=== hits_orbit_monitor_flat ===
==> config.mk <==
export PLATFORM = sky130hd
export DESIGN_NAME = hits_orbit_monitor_flat
export DESIGN_NICKNAME = d
export VERILOG_FILES = /design/src/rtl/hits_orbit_monitor_if.sv /design/src/rtl/hits_orbit_monitor.sv /design/src/flat_wrapper.sv
export SDC_FILE = /design/constraint.sdc
export NUM_CORES = 1
export LEC_CHECK = 0
export CELL_PAD_IN_SITES_DETAIL_PLACEMENT = 1
export CELL_PAD_IN_SITES_GLOBAL_PLACEMENT = 2
export CORE_MARGIN = 8
export CORE_UTILIZATION = 35
export CTS_CLUSTER_SIZE = 40
export DETAILED_ROUTE_END_ITERATION = 8
export PLACE_DENSITY_LB_ADDON = 0.3
export SYNTH_ARGS = -nofsm -noshare
export SYNTH_HDL_FRONTEND = slang
export SYNTH_SLANG_ARGS = --single-unit
export TNS_END_PERCENT = 50
==> constraint.sdc <==
create_clock -name clk -period 4 [get_ports clk]
set_clock_uncertainty 0.05 [all_clocks]
set_input_delay 0.8 -clock clk [delete_from_list [all_inputs] [get_ports clk]]
set_output_delay 0.8 -clock clk [all_outputs]
set_load 0.01 [all_outputs]
==> src/rtl/hits_orbit_monitor_if.sv <==
// Result-record channel between the orbit monitor (master) and the HPS-side reader (slave).
// The record is held until the reader acknowledges it with a one-cycle pulse.
interface hits_orbit_monitor_if #(
   parameter int unsigned CNT_W = 12,
   parameter int unsigned ORB_W = 16
);
   logic [CNT_W-1:0] orbit_hits;
   logic [CNT_W-1:0] orbit_active;
   logic [CNT_W-1:0] orbit_max_run;
   logic [ORB_W-1:0] orbit_num;
   logic             res_valid;
   logic             res_overrun;
   logic             res_ack;

   modport master (
      output orbit_hits, orbit_active, orbit_max_run, orbit_num, res_valid, res_overrun,
      input  res_ack
   );

   modport slave (
      input  orbit_hits, orbit_active, orbit_max_run, orbit_num, res_valid, res_overrun,
      output res_ack
   );
endinterface

==> src/rtl/hits_orbit_monitor.sv <==
// Per-orbit hit statistics on the hit-generator output stream.
// Each completed orbit's record is published to the reader through a valid/ack handshake.
module hits_orbit_monitor #(
   parameter int unsigned BUNCH_POS = 3564,
   parameter int unsigned CNT_W     = 12,
   parameter int unsigned ORB_W     = 16
) (
   input  logic             clk,
   input  logic             rst,
   input  logic             en,
   input  logic             hit_in,
   input  logic             mask_in,
   output logic [CNT_W-1:0] bc_count,
   hits_orbit_monitor_if.master res
);

   localparam logic [CNT_W-1:0] LAST_BC = CNT_W'(BUNCH_POS - 1);

   typedef enum logic [1:0] {
      S_IDLE,
      S_WAIT,
      S_RUN
   } state_t;

   state_t state, state_nxt;

   logic             last;
   logic             accumulate;
   logic             publish;
   logic             ack_ok;
   logic [CNT_W-1:0] hit_acc, act_acc, run_cnt, max_run;
   logic [CNT_W-1:0] hit_sum, act_sum, run_inc, run_nxt, max_nxt;

   assign last   = (bc_count == LAST_BC);
   assign ack_ok = res.res_valid && res.res_ack;

   // Free-running so the BC index stays aligned with the mask generator sharing this reset.
   always_ff @(posedge clk or negedge rst) begin
      if (!rst) begin
         bc_count <= '0;
      end else if (last) begin
         bc_count <= '0;
      end else begin
         bc_count <= bc_count + CNT_W'(1);
      end
   end

   always_ff @(posedge clk or negedge rst) begin
      if (!rst) begin
         state <= S_IDLE;
      end else begin
         state <= state_nxt;
      end
   end

   always_comb begin
      state_nxt = state;
      unique case (state)
         S_IDLE: if (en) state_nxt = last ? S_RUN : S_WAIT;
         S_WAIT: begin
            if (!en) begin
               state_nxt = S_IDLE;
            end else if (last) begin
               state_nxt = S_RUN;
            end
         end
         S_RUN:  if (!en) state_nxt = S_IDLE;
         default: state_nxt = S_IDLE;
      endcase
   end

   always_comb begin
      accumulate = (state == S_RUN) && en;
      publish    = accumulate && last;
   end

   // Sums include the current BC so the published record covers the last BC of the orbit.
   always_comb begin
      hit_sum = hit_acc + CNT_W'(hit_in);
      act_sum = act_acc + CNT_W'(mask_in);
      run_inc = run_cnt + CNT_W'(1);
      run_nxt = hit_in ? run_inc : '0;
      max_nxt = (hit_in && (run_inc > max_run)) ? run_inc : max_run;
   end

   always_ff @(posedge clk or negedge rst) begin
      if (!rst) begin
         hit_acc <= '0;
         act_acc <= '0;
         run_cnt <= '0;
         max_run <= '0;
      end else if (publish || !accumulate) begin
         hit_acc <= '0;
         act_acc <= '0;
         run_cnt <= '0;
         max_run <= '0;
      end else begin
         hit_acc <= hit_sum;
         act_acc <= act_sum;
         run_cnt <= run_nxt;
         max_run <= max_nxt;
      end
   end

   always_ff @(posedge clk or negedge rst) begin
      if (!rst) begin
         res.orbit_hits    <= '0;
         res.orbit_active  <= '0;
         res.orbit_max_run <= '0;
         res.orbit_num     <= '0;
         res.res_valid     <= 1'b0;
         res.res_overrun   <= 1'b0;
      end else if (publish) begin
         res.orbit_hits    <= hit_sum;
         res.orbit_active  <= act_sum;
         res.orbit_max_run <= max_nxt;
         res.orbit_num     <= res.orbit_num + ORB_W'(1);
         res.res_valid     <= 1'b1;
         // A coincident ack retires the old record, so only an unacked overwrite is an overrun.
         if (res.res_valid && !res.res_ack) begin
            res.res_overrun <= 1'b1;
         end else if (ack_ok) begin
            res.res_overrun <= 1'b0;
         end
      end else if (ack_ok) begin
         res.res_valid   <= 1'b0;
         res.res_overrun <= 1'b0;
      end
   end

endmodule
==> src/flat_wrapper.sv <==
// flat-port wrapper written by rule: the top's interface ports become plain ports
module hits_orbit_monitor_flat 
#(
   parameter int unsigned BUNCH_POS = 3564,
   parameter int unsigned CNT_W     = 12,
   parameter int unsigned ORB_W     = 16
)
  (clk, rst, en, hit_in, mask_in, bc_count, res_orbit_hits, res_orbit_active, res_orbit_max_run, res_orbit_num, res_res_valid, res_res_overrun, res_res_ack);
  hits_orbit_monitor_if #(.CNT_W(CNT_W), .ORB_W(ORB_W)) res_i ();
  input  logic clk;
  input  logic rst;
  input  logic en;
  input  logic hit_in;
  input  logic mask_in;
  output logic [CNT_W-1:0] bc_count;
  output wire logic [$bits(res_i.orbit_hits)-1:0] res_orbit_hits;
  output wire logic [$bits(res_i.orbit_active)-1:0] res_orbit_active;
  output wire logic [$bits(res_i.orbit_max_run)-1:0] res_orbit_max_run;
  output wire logic [$bits(res_i.orbit_num)-1:0] res_orbit_num;
  output wire logic [$bits(res_i.res_valid)-1:0] res_res_valid;
  output wire logic [$bits(res_i.res_overrun)-1:0] res_res_overrun;
  input wire logic [$bits(res_i.res_ack)-1:0] res_res_ack;
  assign res_orbit_hits = res_i.orbit_hits;
  assign res_orbit_active = res_i.orbit_active;
  assign res_orbit_max_run = res_i.orbit_max_run;
  assign res_orbit_num = res_i.orbit_num;
  assign res_res_valid = res_i.res_valid;
  assign res_res_overrun = res_i.res_overrun;
  assign res_i.res_ack = res_res_ack;
  hits_orbit_monitor #(.BUNCH_POS(BUNCH_POS), .CNT_W(CNT_W), .ORB_W(ORB_W)) u_core (.clk(clk), .rst(rst), .en(en), .hit_in(hit_in), .mask_in(mask_in), .bc_count(bc_count), .res(res_i));
endmodule
=== seq_chunk_adder ===
File: src/rtl/seq_chunk_adder.sv
`default_nettype none
// ============================================================================
// Module      : seq_chunk_adder
// Description : Multi-cycle add/subtract unit. Processes two WIDTH-bit
//               operands CHUNK bits per clock, rippling the carry between
//               chunks through a register. Start/busy/done handshake.
// Ports       : clk      - rising-edge clock
//               rst_n    - asynchronous active-low reset
//               start    - request, sampled only while busy is low
//               sub      - 0: a+b+cin, 1: a-b (cin ignored)
//               a, b     - operands, sampled with an accepted start
//               cin      - carry-in for add mode, sampled with start
//               busy     - operation in progress
//               done     - one-cycle pulse, result valid
//               sum      - result, held until the next result is produced
//               cout     - carry out of the MSB (sub: 1 = no borrow)
//               overflow - signed two's-complement overflow
// Revision    : 1.0 - initial release
// ============================================================================
module seq_chunk_adder #(
    parameter int WIDTH = 32,
    parameter int CHUNK = 8
) (
    input  logic             clk,
    input  logic             rst_n,
    input  logic             start,
    input  logic             sub,
    input  logic [WIDTH-1:0] a,
    input  logic [WIDTH-1:0] b,
    input  logic             cin,
    output logic             busy,
    output logic             done,
    output logic [WIDTH-1:0] sum,
    output logic             cout,
    output logic             overflow
);

    localparam int c_n     = WIDTH / CHUNK;
    localparam int c_cnt_w = (c_n > 1) ? $clog2(c_n) : 1;

    localparam logic [c_cnt_w-1:0] c_last_cnt = c_cnt_w'(c_n - 1);

    localparam logic [1:0] c_st_idle = 2'd0;
    localparam logic [1:0] c_st_run  = 2'd1;
    localparam logic [1:0] c_st_done = 2'd2;

    generate
        if ((WIDTH < 1) || (CHUNK < 1) || ((WIDTH % CHUNK) != 0)) begin : g_param_check
            $error("seq_chunk_adder: WIDTH must be >= 1 and a multiple of CHUNK");
        end
    endgenerate

    logic [1:0]         r_state;
    logic [WIDTH-1:0]   r_op_a;
    logic [WIDTH-1:0]   r_op_b;      // already inverted for subtraction
    logic               r_carry;
    logic [c_cnt_w-1:0] r_cnt;
    logic [WIDTH-1:0]   r_res;

    logic [CHUNK-1:0]   w_chunk_a;
    logic [CHUNK-1:0]   w_chunk_b;
    logic [CHUNK:0]     w_chunk_sum;
    logic [WIDTH-1:0]   w_res_next;
    logic               w_ovf;

    // Current chunk slice plus the result as it will look after this edge,
    // so the final edge can register sum/overflow without an extra cycle.
    always_comb begin
        w_chunk_a   = r_op_a[r_cnt*CHUNK +: CHUNK];
        w_chunk_b   = r_op_b[r_cnt*CHUNK +: CHUNK];
        w_chunk_sum = {1'b0, w_chunk_a} + {1'b0, w_chunk_b} + {{CHUNK{1'b0}}, r_carry};
        w_res_next  = r_res;
        w_res_next[r_cnt*CHUNK +: CHUNK] = w_chunk_sum[CHUNK-1:0];
        w_ovf       = (r_op_a[WIDTH-1] == r_op_b[WIDTH-1]) &&
                      (w_res_next[WIDTH-1] != r_op_a[WIDTH-1]);
    end

    always_ff @(posedge clk or negedge rst_n) begin
        if (!rst_n) begin
            r_state  <= c_st_idle;
            r_op_a   <= '0;
            r_op_b   <= '0;
            r_carry  <= 1'b0;
            r_cnt    <= '0;
            r_res    <= '0;
            busy     <= 1'b0;
            done     <= 1'b0;
            sum      <= '0;
            cout     <= 1'b0;
            overflow <= 1'b0;
        end else begin
            case (r_state)
                c_st_idle, c_st_done: begin
                    done <= 1'b0;
                    if (start) begin
                        // Subtraction is a + ~b + 1: invert now, seed carry with 1.
                        r_op_a  <= a;
                        r_op_b  <= sub ? ~b : b;
                        r_carry <= sub | cin;
                        r_cnt   <= '0;
                        busy    <= 1'b1;
                        r_state <= c_st_run;
                    end else begin
                        r_state <= c_st_idle;
                    end
                end
                c_st_run: begin
                    r_res   <= w_res_next;
                    r_carry <= w_chunk_sum[CHUNK];
                    if (r_cnt == c_last_cnt) begin
                        sum      <= w_res_next;
                        cout     <= w_chunk_sum[CHUNK];
                        overflow <= w_ovf;
                        busy     <= 1'b0;
                        done     <= 1'b1;
                        r_state  <= c_st_done;
                    end else begin
                        r_cnt <= r_cnt + 1'b1;
                    end
                end
                default: begin
                    busy    <= 1'b0;
                    done    <= 1'b0;
                    r_state <= c_st_idle;
                end
            endcase
        end
    end

endmodule
`default_nettype wire
File: config.mk
export PLATFORM = sky130hd
export DESIGN_NAME = seq_chunk_adder
export DESIGN_NICKNAME = d
export VERILOG_FILES = /design/src/rtl/seq_chunk_adder.sv
export SDC_FILE = /design/constraint.sdc
export NUM_CORES = 1
export LEC_CHECK = 0
export CAP_MARGIN = 20
export CORE_MARGIN = 3
export CORE_UTILIZATION = 43
export CTS_BUF_LIST = sky130_fd_sc_hd__clkbuf_8
export DETAILED_ROUTE_END_ITERATION = 6
export HOLD_SLACK_MARGIN = 0.15
export PLACE_DENSITY_LB_ADDON = 0.2
export SETUP_SLACK_MARGIN = 0.5
export SYNTH_ARGS = -nofsm -noshare
export SYNTH_HDL_FRONTEND = slang
export SYNTH_SLANG_ARGS = --single-unit
File: constraint.sdc
create_clock -name clk -period 3.3 [get_ports clk]
set_input_delay 0.66 -clock clk [delete_from_list [all_inputs] [get_ports clk]]
set_output_delay 0.66 -clock clk [all_outputs]
set_load 0.02 [all_outputs]
**hits_orbit_monitor_flat: metal 4**

Scale bar: 50 um.
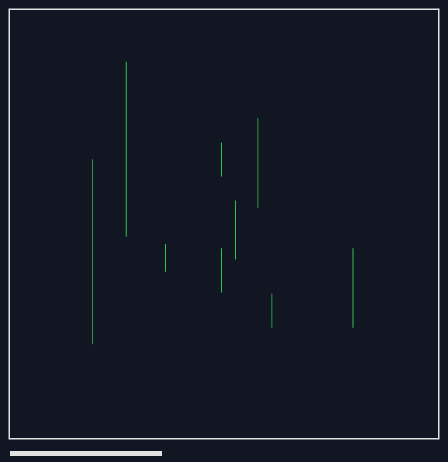
The longest straight run is 60.5 um. The layer holds 1.6% of the routed length. The wires run mostly vertical. The layer carries 237 um of wire. 5 nets have wire on it.

==> Table 3: Implementation characteristics, hits_orbit_monitor_flat <==
Summary of implementation characteristics

Parameter                              Value

Routing
  Wire length after detailed routing .................. 14600 um

Critical path
  R2r endpoint .................. u_core.max_run[2]

Cells and area
  Logic Gate Count .................. 387
  Post-route insts no fill .................. 832
  # fillers .................. ~1700
  Most frequently placed logic cell in the final layout .................. sky130_fd_sc_hd__dfrtp_1

Yosys
  Synth Register Bits .................. 116
  Xor/xnor share .................. 7.25%
  Post-synthesis adder-cell area fraction .................. 4.37%

Placed design
  Number of I/O port buffers .................. between 70 and 80
  Placed wire-length estimate after detailed placement .................. 10200 um
  Last weighted congestion value of the routability-driven placer .................. 0.829

Timing
  Final Hold Viols .................. 0
  Period minus WS final .................. about 3500 ps
  RSZ-0062 raised after global routing .................. no

Status
  Result of the run .................. completed

Die
  Count of pins on the block boundary .................. 72

Clocking
  Clk root buf .................. sky130_fd_sc_hd__clkbuf_16
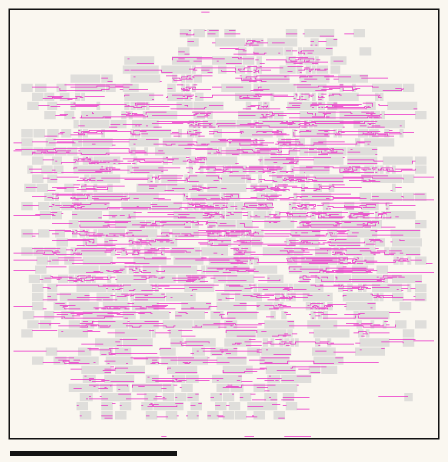
**Above:** seq_chunk_adder (metal 1).
Scale bar: 50 um.
The layer holds 41% of the routed length. 688 nets have wire on it. The wires run mostly horizontal.
wire length after detailed routing: 16300 um
count of vias placed by the detailed router: 4875
GR Util met1: 26.2%

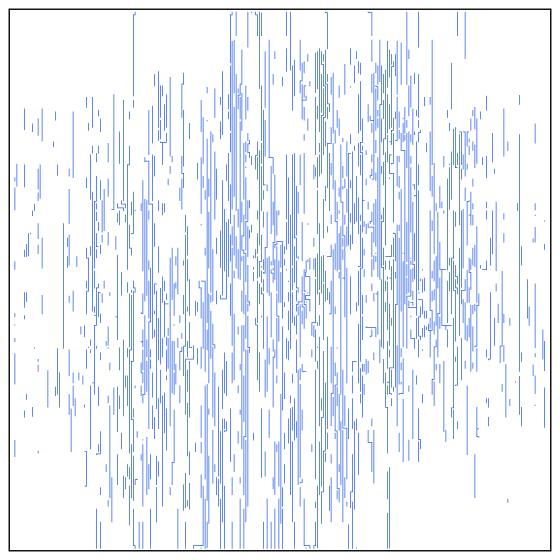
**Above:** seq_chunk_adder (signal wires on met2).
The longest straight run is 56.1 um. The layer carries 8270 um of wire. The wires run mostly vertical. The layer holds 51% of the routed length.
global-route met2 utilization: 34.5%

==> Table 3: Implementation characteristics, seq_chunk_adder <==
Summary of implementation characteristics

Parameter                              Value

Status
  Result of the run .................. completed

Critical path
  Startpoint of the worst-slack reg-to-reg timing path .................. r_cnt[0]
  Critical setup path kind .................. reg2reg
  Top cell by count, worst path .................. sky130_fd_sc_hd__buf_12
  Crit path capture type .................. flip-flop

Cells and area
  Share of the final layout cell area in sequential cells .................. 39.8%
  Post-layout net count .................. roughly 770

Yosys
  Dominant cell area share .................. 53.2%
  Simple-gate portion of the synthesized area .................. 8.88%
  Main area contributors after synthesis .................. sky130_fd_sc_hd__dfrtp_1 53%, sky130_fd_sc_hd__mux2_2 5.6%, sky130_fd_sc_hd__mux4_2 5.6%

Clocking
  Maximum buffer depth of the clock tree .................. 2
  TritonCTS clock tree .................. done

Power and ir drop
  Reported leakage power .................. 3.60 nW
  Total Power Consumption .................. 10.5 mW
  Combinational power .................. 5.90 mW
  Peak supply drop .................. 0.764 mV
  Net switching power figure .................. 4.30 mW

Timing
  Crit path setup slack, layout .................. 441 ps

Global routing
  Wire length of the first global-routing pass .................. 26200 um
  Met3 GRT Util .................. 4.17%
  Pin count of the biggest net entering global routing .................. approximately 61

Die
  Count of pins on the block boundary .................. 105

Min path
  Class of the worst hold path .................. in2async

## Gallery

Metal 3.
Scale bar: 50 um.
Plate I
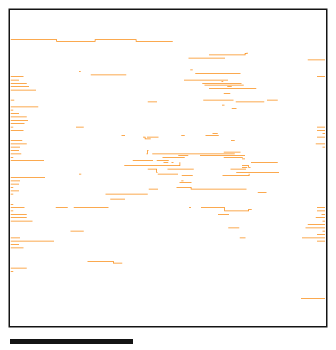
Plate II
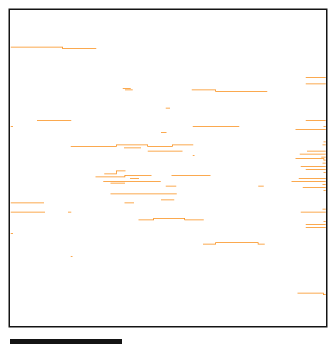
hits_orbit_monitor_flat: Plate II
seq_chunk_adder: Plate I
Of these, largest die: Plate II

Key to Plate II:
The wires run mostly horizontal. The layer carries 599 um of wire. The layer holds 4.1% of the routed length. The longest straight run is 29.2 um.



==> layout pictures side by side <==
Clock nets.
picture 1
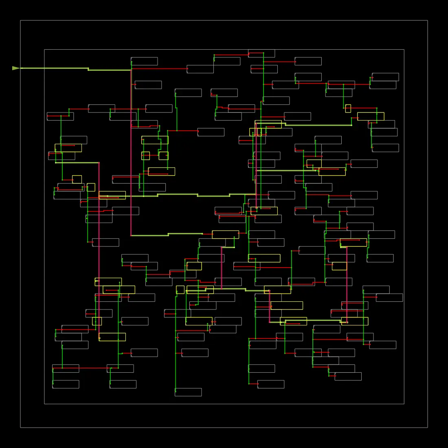
picture 2
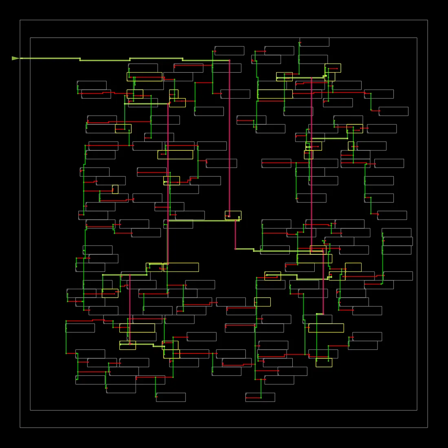
The one with the most sequential cells is picture 2.
- picture 2 = seq_chunk_adder
- picture 1 = hits_orbit_monitor_flat

Power is estimated from default activity; no workload was simulated.
